==================== piso_bit_feeder_flat
### Clock routing, piso_bit_feeder_flat

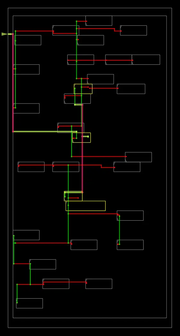

**config.mk**
```make
export PLATFORM = sky130hd
export DESIGN_NAME = piso_bit_feeder_flat
export DESIGN_NICKNAME = d
export VERILOG_FILES = /design/src/rtl/piso_bit_feeder_pkg.sv /design/src/rtl/piso_bit_feeder_if.sv /design/src/rtl/piso_bit_feeder_bit_tick_gen.sv /design/src/rtl/piso_bit_feeder.sv /design/src/flat_wrapper.sv
export SDC_FILE = /design/constraint.sdc
export NUM_CORES = 1
export LEC_CHECK = 0
export ABC_AREA = 1
export CORE_ASPECT_RATIO = 2
export CORE_UTILIZATION = 35
export CTS_CLUSTER_DIAMETER = 60
export DETAILED_ROUTE_END_ITERATION = 6
export PLACE_DENSITY = 0.57
export SLEW_MARGIN = 20
export SYNTH_ARGS = -nofsm -noshare
export SYNTH_HDL_FRONTEND = slang
export SYNTH_SLANG_ARGS = --single-unit
```
**constraint.sdc**
```tcl
create_clock -name clk -period 1.5 [get_ports clk]
set_input_delay 0.225 -clock clk [delete_from_list [all_inputs] [get_ports clk]]
set_output_delay 0.225 -clock clk [all_outputs]
set_load 0.02 [all_outputs]
```
**src/rtl/piso_bit_feeder_pkg.sv**
```systemverilog
// rtl/piso_bit_feeder_pkg.sv - shared types and defaults for the serial bit feeder
package piso_bit_feeder_pkg;

    typedef enum logic {
        ST_IDLE  = 1'b0,
        ST_SHIFT = 1'b1
    } state_e;

    localparam int   DEF_WIDTH      = 8;
    localparam int   DEF_BIT_DIV    = 1;
    localparam bit   DEF_MSB_FIRST  = 1'b1;
    localparam logic DEF_IDLE_LEVEL = 1'b0;

    // Counter width that stays legal when the count range collapses to one value.
    function automatic int cnt_width(input int n);
        return (n > 1) ? $clog2(n) : 1;
    endfunction

endpackage

```
**src/rtl/piso_bit_feeder_if.sv**
```systemverilog
// rtl/piso_bit_feeder_if.sv - parallel word handshake into the bit feeder
interface piso_bit_feeder_if #(
    parameter int WIDTH = piso_bit_feeder_pkg::DEF_WIDTH
);
    logic [WIDTH-1:0] s_data;
    logic             s_valid;
    logic             s_ready;

    modport master (output s_data, output s_valid, input s_ready);
    modport slave  (input s_data, input s_valid, output s_ready);
endinterface

```
**src/rtl/piso_bit_feeder_bit_tick_gen.sv**
```systemverilog
// rtl/piso_bit_feeder_bit_tick_gen.sv - per-bit cycle divider with restart
module piso_bit_feeder_bit_tick_gen
    import piso_bit_feeder_pkg::*;
#(
    parameter int BIT_DIV = DEF_BIT_DIV
) (
    input  logic clk,
    input  logic rst,
    input  logic load_i,
    input  logic run_i,
    output logic strobe_o,
    output logic last_o,
    output logic last_next_o
);
    localparam int            CW     = cnt_width(BIT_DIV);
    localparam logic [CW-1:0] RELOAD = CW'(BIT_DIV - 1);

    logic [CW-1:0] cnt_q, cnt_d;
    logic          strobe_q, strobe_d;

    always_comb begin
        cnt_d    = cnt_q;
        strobe_d = 1'b0;
        if (load_i) begin
            cnt_d    = RELOAD;
            strobe_d = 1'b1;
        end else if (run_i && (cnt_q != '0)) begin
            cnt_d = cnt_q - 1'b1;
        end
    end

    always_ff @(posedge clk) begin
        if (rst) begin
            cnt_q    <= '0;
            strobe_q <= 1'b0;
        end else begin
            cnt_q    <= cnt_d;
            strobe_q <= strobe_d;
        end
    end

    assign strobe_o    = strobe_q;
    assign last_o      = (cnt_q == '0);
    // Lookahead lets the parent register a pulse that lines up with the last cycle.
    assign last_next_o = (cnt_d == '0);

endmodule

```
**src/rtl/piso_bit_feeder.sv**
```systemverilog
// rtl/piso_bit_feeder.sv - double-buffered parallel-to-serial feeder for the detector input
module piso_bit_feeder
    import piso_bit_feeder_pkg::*;
#(
    parameter int   WIDTH      = DEF_WIDTH,
    parameter bit   MSB_FIRST  = DEF_MSB_FIRST,
    parameter logic IDLE_LEVEL = DEF_IDLE_LEVEL,
    parameter int   BIT_DIV    = DEF_BIT_DIV
) (
    input  logic               clk,
    input  logic               rst,
    piso_bit_feeder_if.slave   s_if,
    output logic               dout_o,
    output logic               bit_valid_o,
    output logic               bit_strobe_o,
    output logic               word_done_o,
    output logic               busy_o
);
    localparam int            BW       = $clog2(WIDTH);
    localparam logic [BW-1:0] LAST_IDX = BW'(WIDTH - 1);

    state_e           state_q, state_d;
    logic [WIDTH-1:0] shift_q, shift_d;
    logic [WIDTH-1:0] hold_q, hold_d;
    logic             hold_valid_q, hold_valid_d;
    logic [BW-1:0]    bit_cnt_q, bit_cnt_d;
    logic             dout_q, dout_d;
    logic             bit_valid_q, bit_valid_d;
    logic             word_done_q, word_done_d;
    logic             busy_q, busy_d;

    logic ready;
    logic transfer;
    logic tick_load, tick_run;
    logic tick_strobe, tick_last, tick_last_next;

    function automatic logic head_bit(input logic [WIDTH-1:0] w);
        return MSB_FIRST ? w[WIDTH-1] : w[0];
    endfunction

    function automatic logic [WIDTH-1:0] advance(input logic [WIDTH-1:0] w);
        return MSB_FIRST ? {w[WIDTH-2:0], 1'b0} : {1'b0, w[WIDTH-1:1]};
    endfunction

    assign ready       = !hold_valid_q && !rst;
    assign s_if.s_ready = ready;
    assign transfer    = s_if.s_valid && ready;

    piso_bit_feeder_bit_tick_gen #(
        .BIT_DIV (BIT_DIV)
    ) u_tick (
        .clk         (clk),
        .rst         (rst),
        .load_i      (tick_load),
        .run_i       (tick_run),
        .strobe_o    (tick_strobe),
        .last_o      (tick_last),
        .last_next_o (tick_last_next)
    );

    always_comb begin
        state_d      = state_q;
        shift_d      = shift_q;
        hold_d       = hold_q;
        hold_valid_d = hold_valid_q;
        bit_cnt_d    = bit_cnt_q;
        tick_load    = 1'b0;
        tick_run     = 1'b0;

        case (state_q)
            ST_IDLE: begin
                if (transfer) begin
                    shift_d   = s_if.s_data;
                    bit_cnt_d = LAST_IDX;
                    tick_load = 1'b1;
                    state_d   = ST_SHIFT;
                end
            end
            ST_SHIFT: begin
                if (tick_last && (bit_cnt_q == '0)) begin
                    // Word boundary: chain the next word in without an idle cycle when one is available.
                    if (hold_valid_q) begin
                        shift_d      = hold_q;
                        hold_valid_d = 1'b0;
                        bit_cnt_d    = LAST_IDX;
                        tick_load    = 1'b1;
                    end else if (transfer) begin
                        shift_d   = s_if.s_data;
                        bit_cnt_d = LAST_IDX;
                        tick_load = 1'b1;
                    end else begin
                        state_d = ST_IDLE;
                    end
                end else begin
                    if (tick_last) begin
                        shift_d   = advance(shift_q);
                        bit_cnt_d = bit_cnt_q - 1'b1;
                        tick_load = 1'b1;
                    end else begin
                        tick_run = 1'b1;
                    end
                    if (transfer) begin
                        hold_d       = s_if.s_data;
                        hold_valid_d = 1'b1;
                    end
                end
            end
            default: state_d = ST_IDLE;
        endcase

        dout_d      = (state_d == ST_SHIFT) ? head_bit(shift_d) : IDLE_LEVEL;
        bit_valid_d = (state_d == ST_SHIFT);
        word_done_d = (state_d == ST_SHIFT) && (bit_cnt_d == '0) && tick_last_next;
        busy_d      = (state_d == ST_SHIFT) || hold_valid_d;
    end

    always_ff @(posedge clk) begin
        if (rst) begin
            state_q      <= ST_IDLE;
            shift_q      <= '0;
            hold_q       <= '0;
            hold_valid_q <= 1'b0;
            bit_cnt_q    <= '0;
            dout_q       <= IDLE_LEVEL;
            bit_valid_q  <= 1'b0;
            word_done_q  <= 1'b0;
            busy_q       <= 1'b0;
        end else begin
            state_q      <= state_d;
            shift_q      <= shift_d;
            hold_q       <= hold_d;
            hold_valid_q <= hold_valid_d;
            bit_cnt_q    <= bit_cnt_d;
            dout_q       <= dout_d;
            bit_valid_q  <= bit_valid_d;
            word_done_q  <= word_done_d;
            busy_q       <= busy_d;
        end
    end

    assign dout_o       = dout_q;
    assign bit_valid_o  = bit_valid_q;
    assign bit_strobe_o = tick_strobe;
    assign word_done_o  = word_done_q;
    assign busy_o       = busy_q;

endmodule
```
**src/flat_wrapper.sv**
```systemverilog
// flat-port wrapper written by rule: the top's interface ports become plain ports
module piso_bit_feeder_flat import piso_bit_feeder_pkg::*;
#(
    parameter int   WIDTH      = DEF_WIDTH,
    parameter bit   MSB_FIRST  = DEF_MSB_FIRST,
    parameter logic IDLE_LEVEL = DEF_IDLE_LEVEL,
    parameter int   BIT_DIV    = DEF_BIT_DIV
)
  (clk, rst, dout_o, bit_valid_o, bit_strobe_o, word_done_o, busy_o, s_if_s_data, s_if_s_valid, s_if_s_ready);
  piso_bit_feeder_if #(.WIDTH(WIDTH)) s_if_i ();
  input  logic clk;
  input  logic rst;
  output logic dout_o;
  output logic bit_valid_o;
  output logic bit_strobe_o;
  output logic word_done_o;
  output logic busy_o;
  input wire logic [$bits(s_if_i.s_data)-1:0] s_if_s_data;
  input wire logic [$bits(s_if_i.s_valid)-1:0] s_if_s_valid;
  output wire logic [$bits(s_if_i.s_ready)-1:0] s_if_s_ready;
  assign s_if_i.s_data = s_if_s_data;
  assign s_if_i.s_valid = s_if_s_valid;
  assign s_if_s_ready = s_if_i.s_ready;
  piso_bit_feeder #(.WIDTH(WIDTH), .MSB_FIRST(MSB_FIRST), .IDLE_LEVEL(IDLE_LEVEL), .BIT_DIV(BIT_DIV)) u_core (.clk(clk), .rst(rst), .s_if(s_if_i), .dout_o(dout_o), .bit_valid_o(bit_valid_o), .bit_strobe_o(bit_strobe_o), .word_done_o(word_done_o), .busy_o(busy_o));
endmodule
```
==================== td4_fetch_decode_flat
===== config.mk =====
export PLATFORM = sky130hd
export DESIGN_NAME = td4_fetch_decode_flat
export DESIGN_NICKNAME = d
export VERILOG_FILES = /design/src/rtl/td4_fetch_decode_pkg.sv /design/src/rtl/td4_fetch_decode_if.sv /design/src/rtl/td4_prog_mem.sv /design/src/rtl/td4_fetch_decode.sv /design/src/flat_wrapper.sv
export SDC_FILE = /design/constraint.sdc
export NUM_CORES = 1
export LEC_CHECK = 0
export CORE_UTILIZATION = 61
export DETAILED_ROUTE_END_ITERATION = 6
export PLACE_DENSITY = 0.86
export REMOVE_ABC_BUFFERS = 1
export SYNTH_ARGS = -nofsm -noshare
export SYNTH_HDL_FRONTEND = slang
export SYNTH_SLANG_ARGS = --single-unit

===== constraint.sdc =====
create_clock -name clk -period 6.6 [get_ports clk]
set_clock_uncertainty 0.1 [all_clocks]
set_input_delay 1.65 -clock clk [delete_from_list [all_inputs] [get_ports clk]]
set_output_delay 1.65 -clock clk [all_outputs]
set_load 0.03 [all_outputs]

===== src/rtl/td4_fetch_decode_pkg.sv =====
// Shared definitions for the TD4 fetch/decode stage: widths, opcode
// constants, ALU source encodings, control FSM states and the decode helper.
package td4_fetch_decode_pkg;

  localparam int DATA_W  = 4;
  localparam int ADDR_W  = 4;
  localparam int OP_W    = 4;
  localparam int INSTR_W = OP_W + DATA_W;
  localparam int DEPTH   = 2 ** ADDR_W;

  // Instruction set; the remaining four codes decode through the same
  // equations and have no special meaning.
  localparam logic [OP_W-1:0] OP_ADD_A_IM = 4'b0000;
  localparam logic [OP_W-1:0] OP_MOV_A_B  = 4'b0001;
  localparam logic [OP_W-1:0] OP_IN_A     = 4'b0010;
  localparam logic [OP_W-1:0] OP_MOV_A_IM = 4'b0011;
  localparam logic [OP_W-1:0] OP_MOV_B_A  = 4'b0100;
  localparam logic [OP_W-1:0] OP_ADD_B_IM = 4'b0101;
  localparam logic [OP_W-1:0] OP_IN_B     = 4'b0110;
  localparam logic [OP_W-1:0] OP_MOV_B_IM = 4'b0111;
  localparam logic [OP_W-1:0] OP_OUT_B    = 4'b1001;
  localparam logic [OP_W-1:0] OP_OUT_IM   = 4'b1011;
  localparam logic [OP_W-1:0] OP_JNC      = 4'b1110;
  localparam logic [OP_W-1:0] OP_JMP      = 4'b1111;

  // ALU source select
  typedef enum logic [1:0] {
    SEL_A    = 2'b00,
    SEL_B    = 2'b01,
    SEL_IN   = 2'b10,
    SEL_ZERO = 2'b11
  } sel_t;

  // Control FSM states
  typedef enum logic [1:0] {
    HALT = 2'b00,
    RUN  = 2'b01,
    STEP = 2'b10
  } state_t;

  // Decoded control word; all load strobes are active-low.
  typedef struct packed {
    sel_t sel;
    logic ldAN;
    logic ldBN;
    logic ldOutN;
    logic pcLdN;
  } decode_t;

  // Pure combinational decode of one opcode against the stored carry flag.
  // JNC and JMP fall out of the pcLdN equation: op[0] forces the jump,
  // otherwise it is taken only while the carry flag is clear.
  function automatic decode_t decodeOp(input logic [OP_W-1:0] op,
                                       input logic carryFlag);
    decode_t d;
    d.sel    = sel_t'({op[1], op[0] | op[3]});
    d.ldAN   = op[3] | op[2];
    d.ldBN   = op[3] | ~op[2];
    d.ldOutN = ~op[3] | op[2];
    d.pcLdN  = ~(op[3] & op[2] & (op[0] | ~carryFlag));
    return d;
  endfunction

endpackage


===== src/rtl/td4_fetch_decode_if.sv =====
// Bus between the fetch/decode stage and its surroundings: PC and carry
// coming in, run/step control, program loading, and the decoded strobes.
interface td4_fetch_decode_if;
  import td4_fetch_decode_pkg::*;

  logic [ADDR_W-1:0]  pc;
  logic               carry_in;
  logic               run;
  logic               step;
  logic               prog_we;
  logic [ADDR_W-1:0]  prog_addr;
  logic [INSTR_W-1:0] prog_data;
  logic [DATA_W-1:0]  imm;
  logic [1:0]         sel;
  logic               ld_a_n;
  logic               ld_b_n;
  logic               ld_out_n;
  logic               pc_ld_n;
  logic               carry;
  logic               halted;

  // Driving side: PC/counter, front panel and program loader
  modport master (
    output pc, carry_in, run, step, prog_we, prog_addr, prog_data,
    input  imm, sel, ld_a_n, ld_b_n, ld_out_n, pc_ld_n, carry, halted
  );

  // Fetch/decode stage itself
  modport slave (
    input  pc, carry_in, run, step, prog_we, prog_addr, prog_data,
    output imm, sel, ld_a_n, ld_b_n, ld_out_n, pc_ld_n, carry, halted
  );
endinterface


===== src/rtl/td4_prog_mem.sv =====
// 16x8 program store: synchronous write, asynchronous read, and an
// asynchronous clear on reset so a fresh reset always starts from zeros.
module td4_prog_mem
  import td4_fetch_decode_pkg::*;
(
  input  logic               clk,
  input  logic               reset,
  input  logic               we,
  input  logic [ADDR_W-1:0]  waddr,
  input  logic [INSTR_W-1:0] wdata,
  input  logic [ADDR_W-1:0]  raddr,
  output logic [INSTR_W-1:0] rdata
);

  logic [INSTR_W-1:0] mem [DEPTH];

  // Clear the whole store on reset, otherwise commit one word per write cycle
  always_ff @(posedge clk or negedge reset) begin
    if (!reset) begin
      for (int i = 0; i < DEPTH; i++) begin
        mem[i] <= '0;
      end
    end else if (we) begin
      mem[waddr] <= wdata;
    end
  end

  assign rdata = mem[raddr];

endmodule


===== src/rtl/td4_fetch_decode.sv =====
// TD4 fetch/decode stage: fetches mem[pc], decodes it into the datapath
// strobes, owns the carry flag and the HALT/RUN/STEP control FSM.
module td4_fetch_decode (
  input logic              clk,
  input logic              reset,
  td4_fetch_decode_if.slave bus
);
  import td4_fetch_decode_pkg::*;

  state_t             state;
  state_t             nextState;
  logic               carryReg;
  logic               memWe;
  logic [INSTR_W-1:0] instr;
  logic [OP_W-1:0]    op;
  logic [DATA_W-1:0]  immField;
  decode_t            dec;

  // Loading is only allowed while halted so a running program cannot be
  // corrupted underneath itself.
  assign memWe = bus.prog_we && (state == HALT);

  td4_prog_mem u_mem (
    .clk   (clk),
    .reset (reset),
    .we    (memWe),
    .waddr (bus.prog_addr),
    .wdata (bus.prog_data),
    .raddr (bus.pc),
    .rdata (instr)
  );

  assign op       = instr[INSTR_W-1 -: OP_W];
  assign immField = instr[DATA_W-1:0];
  assign dec      = decodeOp(op, carryReg);

  // Control FSM state register
  always_ff @(posedge clk or negedge reset) begin
    if (!reset) begin
      state <= HALT;
    end else begin
      state <= nextState;
    end
  end

  // Next-state logic: run beats step, step lasts exactly one cycle
  always_comb begin
    nextState = state;
    case (state)
      HALT: begin
        if (bus.run) begin
          nextState = RUN;
        end else if (bus.step) begin
          nextState = STEP;
        end
      end
      RUN: begin
        if (!bus.run) begin
          nextState = HALT;
        end
      end
      STEP:    nextState = HALT;
      default: nextState = HALT;
    endcase
  end

  // Carry flag follows the adder whenever an instruction executes, frozen in HALT
  always_ff @(posedge clk or negedge reset) begin
    if (!reset) begin
      carryReg <= 1'b0;
    end else if (state != HALT) begin
      carryReg <= bus.carry_in;
    end
  end

  // Output strobes: in HALT nothing loads and the PC reloads its own value
  always_comb begin
    bus.imm      = bus.pc;
    bus.sel      = SEL_ZERO;
    bus.ld_a_n   = 1'b1;
    bus.ld_b_n   = 1'b1;
    bus.ld_out_n = 1'b1;
    bus.pc_ld_n  = 1'b0;
    if (state != HALT) begin
      bus.imm      = immField;
      bus.sel      = dec.sel;
      bus.ld_a_n   = dec.ldAN;
      bus.ld_b_n   = dec.ldBN;
      bus.ld_out_n = dec.ldOutN;
      bus.pc_ld_n  = dec.pcLdN;
    end
  end

  assign bus.carry  = carryReg;
  assign bus.halted = (state == HALT);

endmodule

===== src/flat_wrapper.sv =====
// flat-port wrapper written by rule: the top's interface ports become plain ports
module td4_fetch_decode_flat import td4_fetch_decode_pkg::*;
  (clk, reset, bus_pc, bus_carry_in, bus_run, bus_step, bus_prog_we, bus_prog_addr, bus_prog_data, bus_imm, bus_sel, bus_ld_a_n, bus_ld_b_n, bus_ld_out_n, bus_pc_ld_n, bus_carry, bus_halted);
  td4_fetch_decode_if bus_i ();
  input logic clk;
  input logic reset;
  input wire logic [$bits(bus_i.pc)-1:0] bus_pc;
  input wire logic [$bits(bus_i.carry_in)-1:0] bus_carry_in;
  input wire logic [$bits(bus_i.run)-1:0] bus_run;
  input wire logic [$bits(bus_i.step)-1:0] bus_step;
  input wire logic [$bits(bus_i.prog_we)-1:0] bus_prog_we;
  input wire logic [$bits(bus_i.prog_addr)-1:0] bus_prog_addr;
  input wire logic [$bits(bus_i.prog_data)-1:0] bus_prog_data;
  output wire logic [$bits(bus_i.imm)-1:0] bus_imm;
  output wire logic [$bits(bus_i.sel)-1:0] bus_sel;
  output wire logic [$bits(bus_i.ld_a_n)-1:0] bus_ld_a_n;
  output wire logic [$bits(bus_i.ld_b_n)-1:0] bus_ld_b_n;
  output wire logic [$bits(bus_i.ld_out_n)-1:0] bus_ld_out_n;
  output wire logic [$bits(bus_i.pc_ld_n)-1:0] bus_pc_ld_n;
  output wire logic [$bits(bus_i.carry)-1:0] bus_carry;
  output wire logic [$bits(bus_i.halted)-1:0] bus_halted;
  assign bus_i.pc = bus_pc;
  assign bus_i.carry_in = bus_carry_in;
  assign bus_i.run = bus_run;
  assign bus_i.step = bus_step;
  assign bus_i.prog_we = bus_prog_we;
  assign bus_i.prog_addr = bus_prog_addr;
  assign bus_i.prog_data = bus_prog_data;
  assign bus_imm = bus_i.imm;
  assign bus_sel = bus_i.sel;
  assign bus_ld_a_n = bus_i.ld_a_n;
  assign bus_ld_b_n = bus_i.ld_b_n;
  assign bus_ld_out_n = bus_i.ld_out_n;
  assign bus_pc_ld_n = bus_i.pc_ld_n;
  assign bus_carry = bus_i.carry;
  assign bus_halted = bus_i.halted;
  td4_fetch_decode u_core (.clk(clk), .reset(reset), .bus(bus_i));
endmodule

==================== xgmii_tx_framer
==> src/rtl/xgmii_pkg.sv <==
// Shared XGMII definitions: control characters, fixed words, FIFO word
// layout and the transmit framer state encoding.
package xgmii_pkg;

   localparam logic [7:0] XGMII_IDLE     = 8'h07;
   localparam logic [7:0] XGMII_START    = 8'hFB;
   localparam logic [7:0] XGMII_TERM     = 8'hFD;
   localparam logic [7:0] XGMII_ERROR    = 8'hFE;
   localparam logic [7:0] XGMII_PREAMBLE = 8'h55;
   localparam logic [7:0] XGMII_SFD      = 8'hD5;

   localparam logic [63:0] IDLE_WORD     = {8{XGMII_IDLE}};
   localparam logic [7:0]  IDLE_CTL      = 8'hFF;
   // Start in lane 0, six preamble bytes, SFD in lane 7.
   localparam logic [63:0] PREAMBLE_WORD = {XGMII_SFD, {6{XGMII_PREAMBLE}}, XGMII_START};
   localparam logic [7:0]  PREAMBLE_CTL  = 8'h01;
   // Terminate in lane 0 after a frame that filled its last word exactly.
   localparam logic [63:0] TERM_WORD     = {{7{XGMII_IDLE}}, XGMII_TERM};
   localparam logic [63:0] ERROR_WORD    = {8{XGMII_ERROR}};

   // FIFO word layout.
   localparam int FIFO_EOF_BIT = 71;
   localparam int FIFO_LEN_HI  = 66;
   localparam int FIFO_LEN_LO  = 64;

   typedef enum logic [2:0] {
      ST_IDLE,
      ST_PRE,
      ST_DATA,
      ST_TERM,
      ST_DRAIN,
      ST_IPG
   } tx_state_e;

endpackage

==> src/rtl/xgmii_tx_termgen.sv <==
// Merges the terminate character into the last word of a frame: lanes below
// nbytes carry data, lane nbytes carries FD and higher lanes carry idle.
// nbytes = 8 passes the word through as pure data.
module xgmii_tx_termgen
   import xgmii_pkg::*;
(
   input  logic [63:0] data_i,
   input  logic [3:0]  nbytes_i,
   output logic [63:0] txd_o,
   output logic [7:0]  txc_o
);

   for (genvar gi = 0; gi < 8; gi++) begin : g_lane
      assign txd_o[gi*8 +: 8] = (4'(gi) <  nbytes_i) ? data_i[gi*8 +: 8] :
                                (4'(gi) == nbytes_i) ? XGMII_TERM : XGMII_IDLE;
      assign txc_o[gi]        = (4'(gi) >= nbytes_i);
   end

endmodule

==> src/rtl/xgmii_tx_framer.sv <==
// XGMII transmit framer: pops store-and-forward frames from a FWFT FIFO and
// wraps them with preamble, terminate and inter-packet gap. An underrun emits
// an error word and the remainder of the frame is discarded.
module xgmii_tx_framer
   import xgmii_pkg::*;
#(
   parameter int IPG_WORDS = 2
)
(
   input  logic        sys_clk,
   input  logic        sys_rst,
   input  logic [71:0] dout,
   input  logic        empty,
   output logic        rd_en,
   input  logic        frame_avail,
   input  logic        tx_en,
   output logic [63:0] xgmii_txd,
   output logic [7:0]  xgmii_txc,
   output logic [31:0] tx_frame_cnt,
   output logic        tx_underrun
);

   localparam int IPG_W = $clog2(IPG_WORDS + 1);
   localparam logic [IPG_W-1:0] IPG_LOAD = IPG_W'(IPG_WORDS);

   tx_state_e        state_q, state_d;
   logic [IPG_W-1:0] ipg_q, ipg_d;
   logic [63:0]      txd_q, txd_d;
   logic [7:0]       txc_q, txc_d;
   logic             underrun_q, underrun_d;
   logic [31:0]      frame_cnt_q;
   logic             term_d;

   logic             head_eof;
   logic             head_full;
   logic [3:0]       head_nbytes;
   logic [63:0]      term_txd;
   logic [7:0]       term_txc;
   logic             unused_ctl;

   assign head_eof    = dout[FIFO_EOF_BIT];
   assign head_full   = (dout[FIFO_LEN_HI:FIFO_LEN_LO] == 3'd7);
   assign head_nbytes = {1'b0, dout[FIFO_LEN_HI:FIFO_LEN_LO]} + 4'd1;
   // Bits [70:67] of the FIFO word carry nothing for the transmitter.
   assign unused_ctl  = ^dout[70:67];

   xgmii_tx_termgen u_termgen (
      .data_i   (dout[63:0]),
      .nbytes_i (head_nbytes),
      .txd_o    (term_txd),
      .txc_o    (term_txc)
   );

   // Next state, next output word and FIFO pop; the word chosen here is what
   // appears on the XGMII pins in the following cycle.
   always_comb begin
      state_d    = state_q;
      ipg_d      = ipg_q;
      txd_d      = IDLE_WORD;
      txc_d      = IDLE_CTL;
      underrun_d = 1'b0;
      term_d     = 1'b0;
      rd_en      = 1'b0;
      case (state_q)
         ST_IDLE: begin
            if (tx_en && frame_avail && !empty) begin
               state_d = ST_PRE;
               txd_d   = PREAMBLE_WORD;
               txc_d   = PREAMBLE_CTL;
            end
         end
         ST_PRE, ST_DATA: begin
            rd_en = !empty;
            if (empty) begin
               txd_d      = ERROR_WORD;
               txc_d      = 8'hFF;
               underrun_d = 1'b1;
               state_d    = ST_DRAIN;
            end else if (!head_eof) begin
               txd_d   = dout[63:0];
               txc_d   = 8'h00;
               state_d = ST_DATA;
            end else if (head_full) begin
               // No room for FD in this word; it goes out alone next.
               txd_d   = dout[63:0];
               txc_d   = 8'h00;
               state_d = ST_TERM;
            end else begin
               txd_d   = term_txd;
               txc_d   = term_txc;
               term_d  = 1'b1;
               ipg_d   = IPG_LOAD;
               state_d = ST_IPG;
            end
         end
         ST_TERM: begin
            txd_d   = TERM_WORD;
            txc_d   = 8'hFF;
            term_d  = 1'b1;
            ipg_d   = IPG_LOAD;
            state_d = ST_IPG;
         end
         ST_DRAIN: begin
            rd_en = !empty;
            if (!empty && head_eof) begin
               ipg_d   = IPG_LOAD;
               state_d = ST_IPG;
            end
         end
         ST_IPG: begin
            if (ipg_q == '0) begin
               state_d = ST_IDLE;
            end else begin
               ipg_d = ipg_q - IPG_W'(1);
            end
         end
         default: state_d = ST_IDLE;
      endcase
   end

   // State and registered XGMII outputs; reset abandons any frame in flight.
   always_ff @(posedge sys_clk) begin
      if (sys_rst) begin
         state_q    <= ST_IDLE;
         ipg_q      <= '0;
         txd_q      <= IDLE_WORD;
         txc_q      <= IDLE_CTL;
         underrun_q <= 1'b0;
      end else begin
         state_q    <= state_d;
         ipg_q      <= ipg_d;
         txd_q      <= txd_d;
         txc_q      <= txc_d;
         underrun_q <= underrun_d;
      end
   end

   // Frame counter advances together with the word carrying FD; wraps freely.
   always_ff @(posedge sys_clk) begin
      if (sys_rst) begin
         frame_cnt_q <= '0;
      end else if (term_d) begin
         frame_cnt_q <= frame_cnt_q + 32'd1;
      end
   end

   assign xgmii_txd    = txd_q;
   assign xgmii_txc    = txc_q;
   assign tx_underrun  = underrun_q;
   assign tx_frame_cnt = frame_cnt_q;

endmodule

==> config.mk <==
export PLATFORM = sky130hd
export DESIGN_NAME = xgmii_tx_framer
export DESIGN_NICKNAME = d
export VERILOG_FILES = /design/src/rtl/xgmii_pkg.sv /design/src/rtl/xgmii_tx_termgen.sv /design/src/rtl/xgmii_tx_framer.sv
export SDC_FILE = /design/constraint.sdc
export NUM_CORES = 1
export LEC_CHECK = 0
export ABC_AREA = 0
export CAP_MARGIN = 10
export CORE_ASPECT_RATIO = 1.1
export CORE_MARGIN = 4
export CORE_UTILIZATION = 44
export DETAILED_ROUTE_END_ITERATION = 7
export GPL_TIMING_DRIVEN = 0
export PLACE_DENSITY = 0.91
export REMOVE_ABC_BUFFERS = 1
export SYNTH_ARGS = -nofsm -noshare
export SYNTH_HDL_FRONTEND = slang
export SYNTH_SLANG_ARGS = --single-unit
==> constraint.sdc <==
create_clock -name sys_clk -period 4.2 [get_ports sys_clk]
set_input_delay 1.26 -clock sys_clk [delete_from_list [all_inputs] [get_ports sys_clk]]
set_output_delay 1.26 -clock sys_clk [all_outputs]
set_load 0.01 [all_outputs]
==================== awg_index_receiver
### src/rtl/awg_index_receiver.sv
// Serial index receiver for an AWG sequencer. Each frame carries a DS bit and
// then a preset (upper) or lower index field, and is committed by a load strobe.
module awg_index_receiver #(
  parameter int HI_BITS = 6,
  parameter int LO_BITS = 13
) (
  input  logic                       clk,
  input  logic                       rst,
  input  logic                       sdata,
  input  logic                       shift,
  input  logic                       load,
  output logic [HI_BITS+LO_BITS-1:0] index,
  output logic                       index_valid,
  output logic [HI_BITS-1:0]         preset_hi,
  output logic                       frame_error,
  output logic                       busy
);

  typedef enum logic [2:0] {IDLE, SHIFT_HI, SHIFT_LO, FULL, ERR} state_t;

  localparam logic [4:0] HI_LAST = 5'(HI_BITS - 1);
  localparam logic [4:0] LO_LAST = 5'(LO_BITS - 1);

  state_t               state_reg;
  logic                 ds_reg;
  logic [4:0]           cnt_reg;
  // Sized for the wider lower field; a preset frame uses only its low bits.
  logic [LO_BITS-1:0]   shreg_reg;

  assign busy = (state_reg != IDLE);

  always_ff @(posedge clk or posedge rst) begin
    if (rst) begin
      state_reg   <= IDLE;
      ds_reg      <= 1'b0;
      cnt_reg     <= '0;
      shreg_reg   <= '0;
      preset_hi   <= '0;
      index       <= '0;
      index_valid <= 1'b0;
      frame_error <= 1'b0;
    end else begin
      index_valid <= 1'b0;
      frame_error <= 1'b0;
      // Load wins over a coincident shift; that shift bit is dropped.
      if (load) begin
        state_reg <= IDLE;
        if (state_reg == FULL) begin
          if (ds_reg) begin
            preset_hi <= shreg_reg[HI_BITS-1:0];
          end else begin
            index       <= {preset_hi, shreg_reg};
            index_valid <= 1'b1;
          end
        end else begin
          frame_error <= 1'b1;
        end
      end else if (shift) begin
        case (state_reg)
          IDLE: begin
            ds_reg    <= sdata;
            cnt_reg   <= '0;
            shreg_reg <= '0;
            state_reg <= sdata ? SHIFT_HI : SHIFT_LO;
          end
          SHIFT_HI, SHIFT_LO: begin
            shreg_reg <= {shreg_reg[LO_BITS-2:0], sdata};
            cnt_reg   <= cnt_reg + 5'd1;
            if (cnt_reg == ((state_reg == SHIFT_HI) ? HI_LAST : LO_LAST))
              state_reg <= FULL;
          end
          FULL:    state_reg <= ERR;
          default: ;
        endcase
      end
    end
  end

endmodule

### config.mk
export PLATFORM = sky130hd
export DESIGN_NAME = awg_index_receiver
export DESIGN_NICKNAME = d
export VERILOG_FILES = /design/src/rtl/awg_index_receiver.sv
export SDC_FILE = /design/constraint.sdc
export NUM_CORES = 1
export LEC_CHECK = 0
export ABC_AREA = 0
export CAP_MARGIN = 5
export CORE_AREA = 2 2 70 72
export CTS_CLUSTER_SIZE = 25
export DETAILED_ROUTE_END_ITERATION = 16
export DIE_AREA = 0 0 72 74
export GPL_TIMING_DRIVEN = 0
export PLACE_DENSITY = 0.67
export SETUP_SLACK_MARGIN = 0.2
export SLEW_MARGIN = 0
export SYNTH_ARGS = -nofsm -noshare
export SYNTH_HDL_FRONTEND = slang
export SYNTH_SLANG_ARGS = --single-unit
### constraint.sdc
create_clock -name clk -period 4.4 [get_ports clk]
set_input_delay 0.88 -clock clk [delete_from_list [all_inputs] [get_ports clk]]
set_output_delay 0.88 -clock clk [all_outputs]
set_load 0.1 [all_outputs]
### Supply network, piso_bit_feeder_flat

Bar = 10 µm. Pins as bars on the die edge.
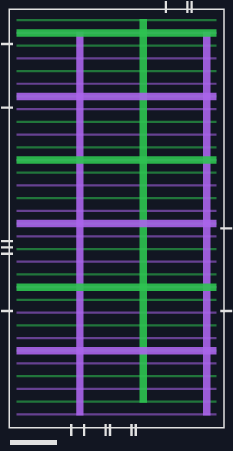
VDD -> green
VSS -> purple
met1 rails = 32
met5 straps = 6
signal pins = 17
rows = 31
met4 straps = 3
vertical die dimension: 89.22 µm
Die Width: 45.61 µm
Core Box Area: 3607 µm²
Peak VDD IR: 0.5830 mV

Notes on 'Clock routing' of piso_bit_feeder_flat above:
CLK BUF: 3
skew final: 2.219 ps
Seq cells: 26

==> results.yml, piso_bit_feeder_flat <==
# synthesis and place-and-route metrics
status:
  outcome: "finished, final reports clean"
pwr:
  leakagePower_nw: 0.8026
  p_sw_uw: 472.5
  p_comb_frac: 0.220
setup_path:
  worst-path-stages: 8
  critPathBufInv: 2
floorplanning:
  die_area_um2: 4069
  fp_util: 0.3691
yosys:
  synth_nets: 205
  syn_area_um2: 1331
global_route:
  grt_max_degree: 16
clock_tree:
  max-clock-path-buffers: 2
  root_buffer: "clkbuf_8"
  cts_setup_buffers: 0
routing:
  wire_per_inst_um: 13.74
  drt_iter0_drc: 32
  drt-total-wl_mm: 3.834
job:
  tool_warnings: 28
finish:
  layout-drive-gt1-share: 0.2217
  reg_top3: "u_core.hold_q x8, u_core.shift_q x8, u_core.bit_cnt_q x3"
worst_hold_path:
  hp-start: "u_core.hold_q[7]"
-- piso_bit_feeder_flat: through the flow --
| step | worst slack [ps] | cell area, µm² | setup TNS (ps) | utilization | cells |
|---|---|---|---|---|---|
| finish | 53.88 | 1808 | 0 | 0.5012 | 279 |
| global placement | -261.5 | 1637 | -4724 | 0.4537 | 268 |
| CTS | 1.992 | 1709 | 0 | 0.4738 | 272 |
| detailed placement | -260.9 | 1637 | -4932 | 0.4537 | 268 |
| floorplan | 156.1 | 1331 | 0 | - | 192 |
| global route | -50.94 | 1808 | -184.1 | 0.5012 | 279 |
-- piso_bit_feeder_flat: per-layer routing --
layer | global-route usage | vias up | part of all wire
li1 | - | 683 | -
met1 | 0.2114 | 638 | 0.36
met2 | 0.3779 | 38 | 0.56
met3 | 0.01818 | 17 | 0.022
met4 | 0.1322 | 0 | 0.059
met5 | 0 | - | 0
-- piso_bit_feeder_flat: cells by family after synthesis --
family | count (synthesis) | synth area share
AND/OR/NAND/NOR | 105 | 0.3703
flip-flops | 26 | 0.3910
AND-OR/OR-AND | 25 | 0.1109
adder cells (fa/ha/maj) | 2 | 0.01879
buffers and inverters | 34 | 0.1090
### Cells colored by class, td4_fetch_decode_flat

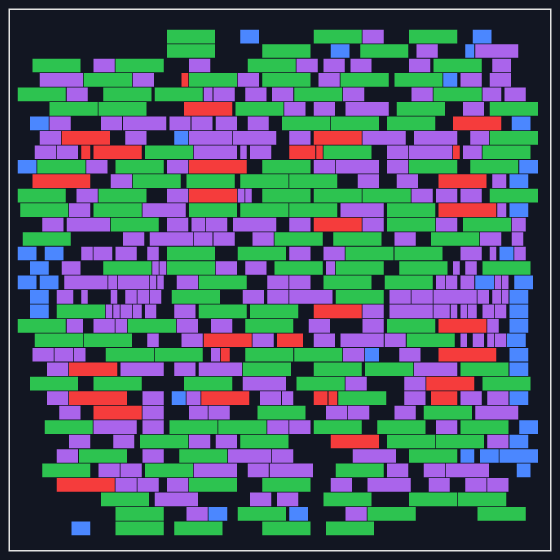
other buffers and delay cells -> blue  # cells 40
flops -> green  # cells 131
clock drivers and dummy loads -> red  # cells 32
all other logic -> purple  # cells 233
row count: 35
fin util: 0.7589

==> results.yml, td4_fetch_decode_flat <==
# synthesis and place-and-route metrics
floorplanning:
  fp_util: 0.6421
routing:
  dr_total_vias: 3631
  viasPerCell: 6.427
status:
  outcome: "finished, final reports clean"
placement:
  io_buffers: 33
setup_path:
  crit_family: "buffers and inverters"
  critPathBufInv: 3
  crit_end: "bus_imm[1]"
sta:
  slew_violations: 0
pwr:
  total_power_mw: 2.520
clock_tree:
  hold_buffers: 0
yosys:
  aoi_share: 0.008485
  yosys-top-cells-count: "dfrtp_1 (131), mux2_2 (130), mux4_2 (34), clkbuf_1 (19), nand2_1 (17)"
  synthSimpleGateAreaFrac: 0.05070
  ff_type: "dfrtp_1"
finish:
  layout-drive-gt1-share: 0.4839
worst_hold_path:
  min_to: "u_core.state[0]"
==> td4_fetch_decode_flat: layout make-up <==
cell class | count | area [µm²] | area share
clock buffer | 22 | 452.9 | 0.06339
clock inverter | 10 | 202.7 | 0.02837
inverter | 1 | 3.754 | 0.0005253
multi-input combinational | 232 | 2659 | 0.3721
sequential | 131 | 3278 | 0.4588
tap | 129 | 161.4 | 0.02259
timing repair buffer | 40 | 387.9 | 0.05428
==> td4_fetch_decode_flat: per-layer routing <==
metal	part of all wire	GRT usage
met1	0.40	0.3970
met2	0.52	0.4792
met3	0.068	0.06694
met4	0.021	0.1360
met5	0	0
==> td4_fetch_decode_flat: worst reg2reg max path: cells and delay by family (launching register included) <==
| family | cells | cell delay [ps] |
|---|---|---|
| flip-flops | 1 | 380 |
| AND/OR/NAND/NOR | 3 | 1750 |
| multiplexers | 1 | 440 |
| buffers and inverters | 1 | 500 |
==> td4_fetch_decode_flat: sequential cells by signal, summed over array words and instances, names as in the netlist <==
name and count:
u_core.bus.carry 1, u_core.state 2, u_core.u_mem.mem 128
### Supply network, xgmii_tx_framer

Bar = 20 µm. Pins as bars on the die edge.
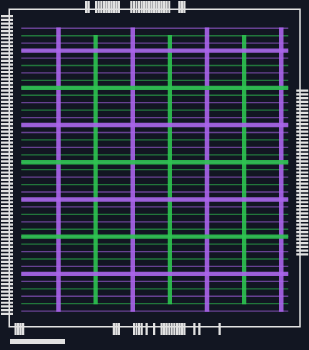
VDD -> green
VSS -> purple
met4 straps = 7
signal pins = 183
rows = 38
met1 rails = 39
Core Box Area: 10080 µm²
Peak VDD IR: 0.2655 mV
Die Width: 105.7 µm
vertical die dimension: 115.5 µm

### Clock routing, xgmii_tx_framer

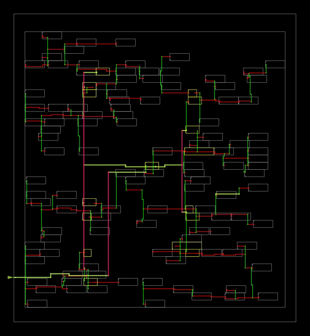
Seq cells: 110
CLK BUF: 10

==> results.yml, xgmii_tx_framer <==
# synthesis and place-and-route metrics
global_route:
  grt_antenna_before_repair: 0
  met2_usage: 0.4073
  overflow: 0
pwr:
  leakagePower_nw: 2.364
  p_clk_frac: 0.328
  p_sw_uw: 555.6
  comb_cell_power_uw: 359
setup_path:
  critPathBufInv: 1
  critPathMaxFanout: 55
  cp-startpoint: "dout[64]"
  worst-path-stages: 7
yosys:
  edf_count: 0
  aoi_share: 0.2210
  largest_area_cell: "dfxtp_1"
  ys_top_logic_family: "AND-OR/OR-AND gates"
sta:
  tightest_slew_ps: 1013
  skew_ps: 8.387
finish:
  logic_gates: 364
  comb-cell-share: 0.3341
routing:
  wire_per_inst_um: 17.44
  drt-pass1-iter-count: 4
placement:
  gp_congestion: 0.8217
  dpl_cell_area_um2: 6414
status:
  outcome: "finished, final reports clean"
clock_tree:
  hold_buffers: 0
  cts_tree: "done"
job:
  tool_warnings: 31
xgmii_tx_framer: cell usage after synthesis (7+ instances only):
| library cell | n |
|---|---|
| a21boi_0 | 13 |
| a21oi_1 | 62 |
| clkbuf_1 | 27 |
| dfxtp_1 | 110 |
| inv_1 | 11 |
| mux2_1 | 7 |
| nand2_1 | 46 |
| nand3_1 | 16 |
| nand4_1 | 9 |
| nor2_1 | 25 |
| nor2b_1 | 10 |
| nor4_1 | 9 |
| o21a_1 | 10 |
| o21ai_0 | 43 |
| o31ai_1 | 19 |
| or3_1 | 14 |
| or4_1 | 17 |
xgmii_tx_framer: sequential cells by signal, summed over array words and instances, names as in the netlist:
name          count
state_q           3
xgmii_txc         8
tx_frame_cnt     32
tx_underrun       1
ipg_q             2
xgmii_txd        64
xgmii_tx_framer: metrics by stage:
stage	util	setup WS (ps)	TNS, ps	std cells
4_1_cts	0.6593	105.3	0	820
6_report	0.6601	234.5	0	820
3_3_place_gp	0.6354	-910.1	-30110	804
5_1_grt	0.6601	101.3	0	820
3_5_place_dp	0.6363	-384.0	-6846	804
2_1_floorplan	-	371.4	0	486
### Clock routing, awg_index_receiver

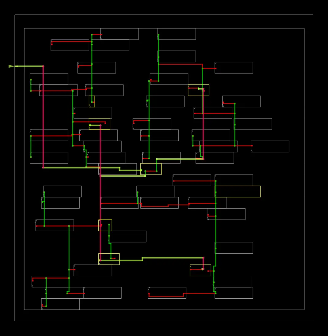
clk sinks: 49
skew final: 7.666 ps
CTS buffer count: 5
clk ins delay skew pair: 310 ps
power of the clock network: 319 µW

==> results.yml, awg_index_receiver <==
# synthesis and place-and-route metrics
yosys:
  ys.warnings.count: 0
  synth_seq_share: 0.6206
  synth_nets: 145
  ys_top_logic_family: "multiplexers"
setup_path:
  crit_required_ps: 3520
  crit_end: "busy"
  critPathBufInv: 1
  crit_path_end_kind: "output port"
  reg2reg_slack_ps: 2710
sta:
  fin_crit_sh: 0.6902
  finalSetupTns_ps: 0
finish:
  seq_share: 0.4915
  largest_cell_class: "flip-flops and latches"
  final_util: 0.5426
  final-comb-area_um2: 701.9
  comb-cell-share: 0.2813
status:
  outcome: "finished, final reports clean"
pwr:
  ir_worst_vdd_mv: 0.2055
  p_int_uw: 715.0
global_route:
  grt_max_degree: 45
  grt_antenna_before_repair: 0
  grtUsageTotal: 0.1637
placement:
  dp_hpwl_mm: 2.711
routing:
  drt-total-wl_mm: 3.861
  dr_total_vias: 1269
job:
  drv_cap: 0
clock_tree:
  root_buffer: "clkbuf_8"
==> awg_index_receiver: layer usage <==
| metal | part of all wire | global-route usage | up-vias |
|---|---|---|---|
| met4 | 0.020 | 0.08805 | 0 |
| met1 | 0.42 | 0.1982 | 646 |
| li1 | - | - | 589 |
| met2 | 0.51 | 0.2757 | 25 |
| met5 | 0 | 0 | - |
| met3 | 0.044 | 0.03659 | 9 |
==> awg_index_receiver: cells in the final DEF (no fill, tap or decap), types with 2 or more instances in the layout <==
master            n
dfrtp_1          49
a31oi_1           2
o21ai_0           4
nand2_1           2
buf_4             4
mux2_2           27
and3_1            2
a22o_1           14
nor3_1            2
nor2b_1           2
nor2_1            7
clkdlybuf4s50_1  32
nand3_1           2
buf_2             2
or3_1             2
a32o_1            2
clkbuf_8          5
xor2_1            2
==> awg_index_receiver: through the flow <==
stage | total power [mW] | cells | setup slack [ps] | instance area [µm²]
finish | 1.033 | 234 | 1363 | 2495
global route | 1.079 | 234 | 1289 | 2495
floorplan | 0.6691 | 139 | 2278 | 1976
global placement | 0.7139 | 225 | 1496 | 2364
CTS | 1.039 | 234 | 1351 | 2495
detailed placement | 0.7238 | 226 | 1683 | 2384

## Gallery

Wiring by layer.
Plate I
Bar = 20 µm.
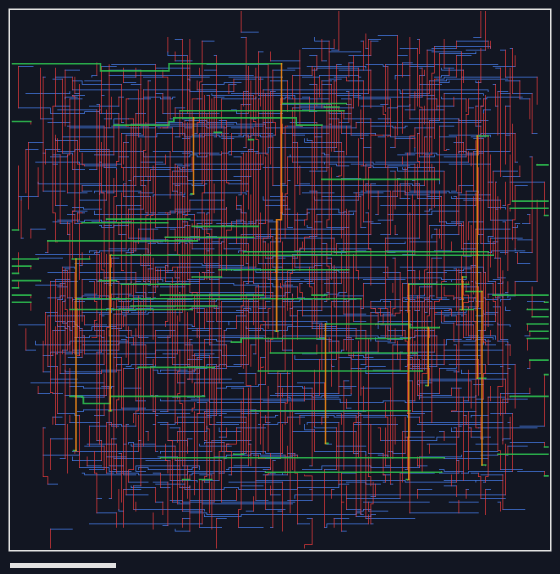
Plate II
Bar = 20 µm.
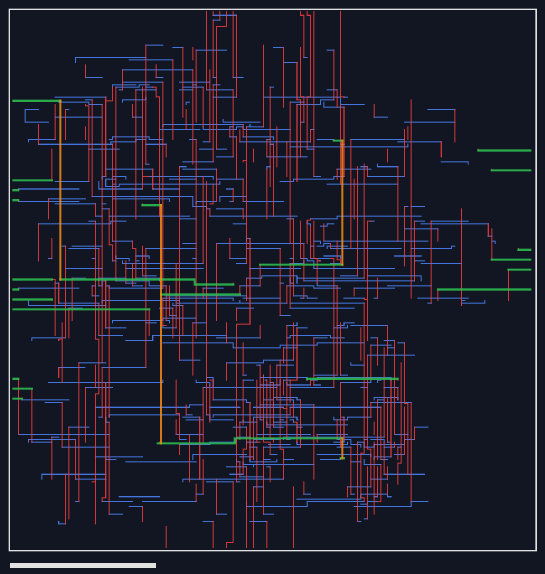
Plate III
Bar = 10 µm.
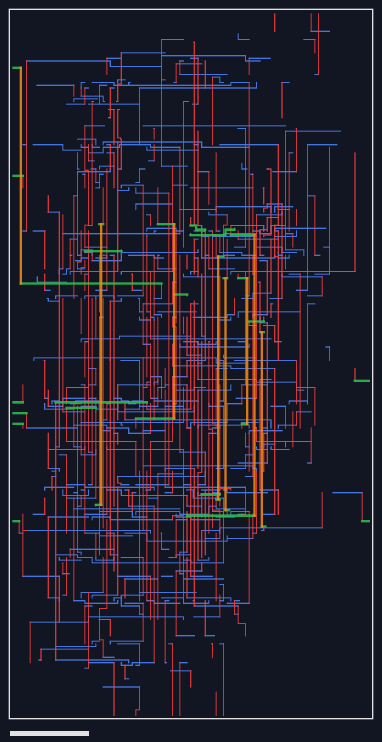
Plate IV
Bar = 20 µm.
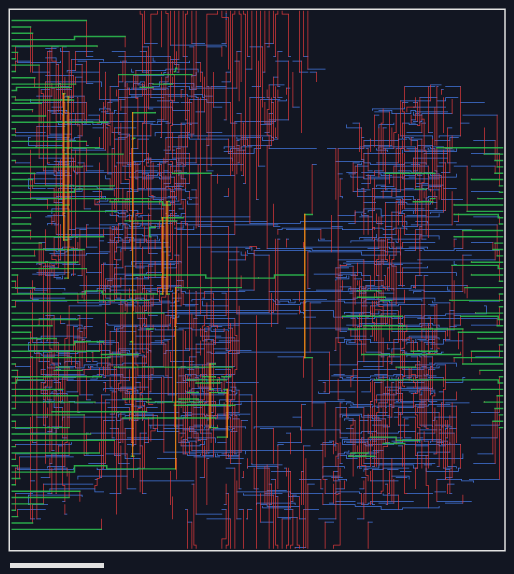
- Plate I = td4_fetch_decode_flat
- Plate III = piso_bit_feeder_flat
- Plate IV = xgmii_tx_framer
- Plate II = awg_index_receiver



==> gallery <==
Routed clock nets over the placement.
picture 1
Bar = 20 µm.
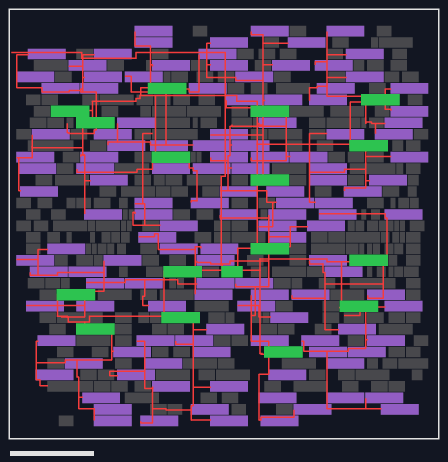
picture 2
Bar = 20 µm.
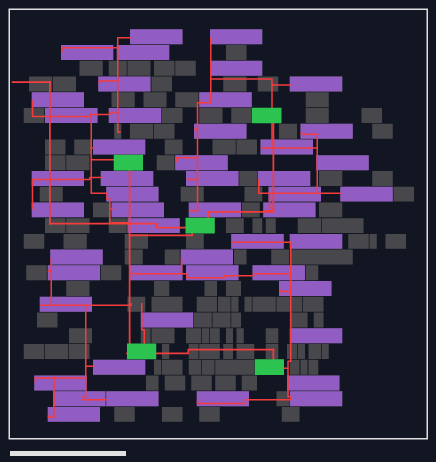
picture 3
Bar = 20 µm.
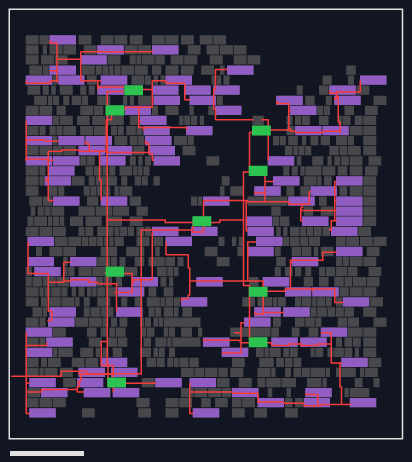
picture 4
Bar = 10 µm.
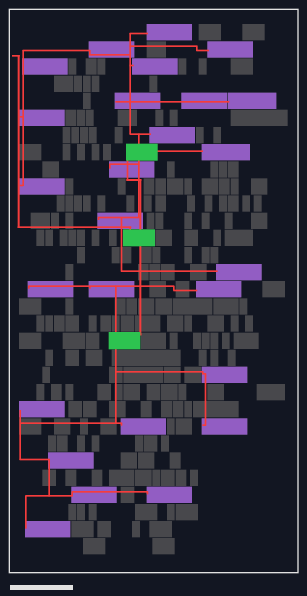
Of these, smallest die: picture 4
Of these, most sequential cells: picture 1
- picture 4 = piso_bit_feeder_flat
- picture 2 = awg_index_receiver
- picture 1 = td4_fetch_decode_flat
- picture 3 = xgmii_tx_framer

Key to picture 3:
cells driving clock nets -> green  # count 9
flip-flops -> purple  # count 110
clock wires -> red  # length 1170 µm
flops lie = spread over the die


==> notes/layouts.md <==
Pictures saved along the way, in no particular order.

Cells colored by class.
(a)
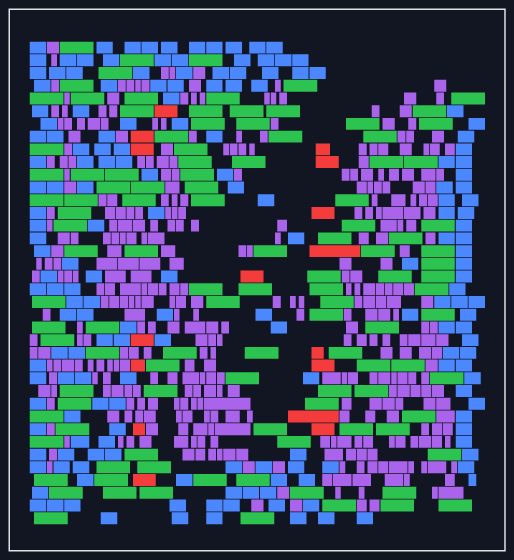
(b)
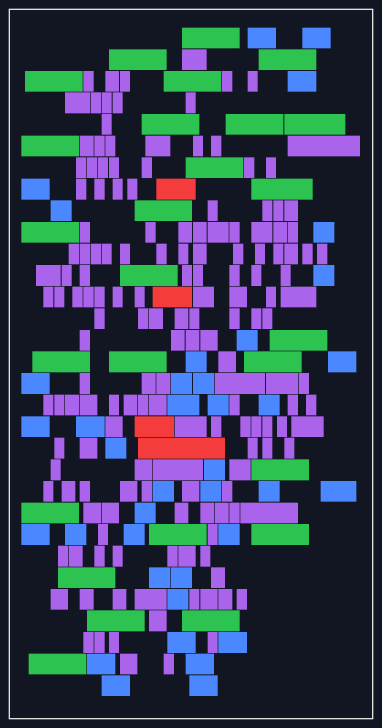
(c)
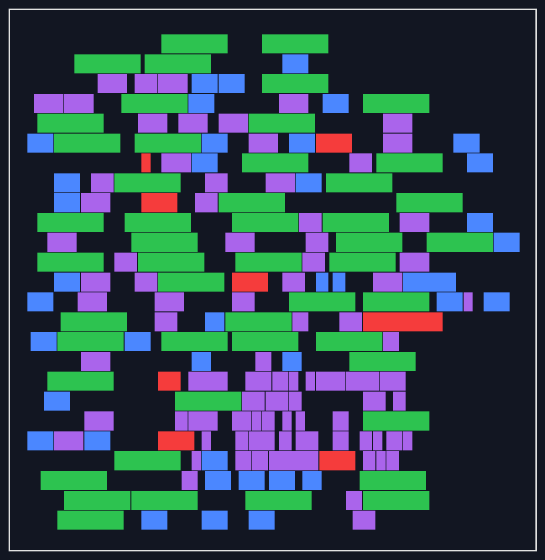
(b) -> piso_bit_feeder_flat
(a) -> xgmii_tx_framer
(c) -> awg_index_receiver
The one with the highest utilization is (a).
The one with the fewest cells is (c).

Key to (c):
flops -> green  # cells 49
clock drivers and dummy loads -> red  # cells 8
all other logic -> purple  # cells 84
other buffers and delay cells -> blue  # cells 39

Power figures rest on the tool's default switching activity, not on a simulated workload.
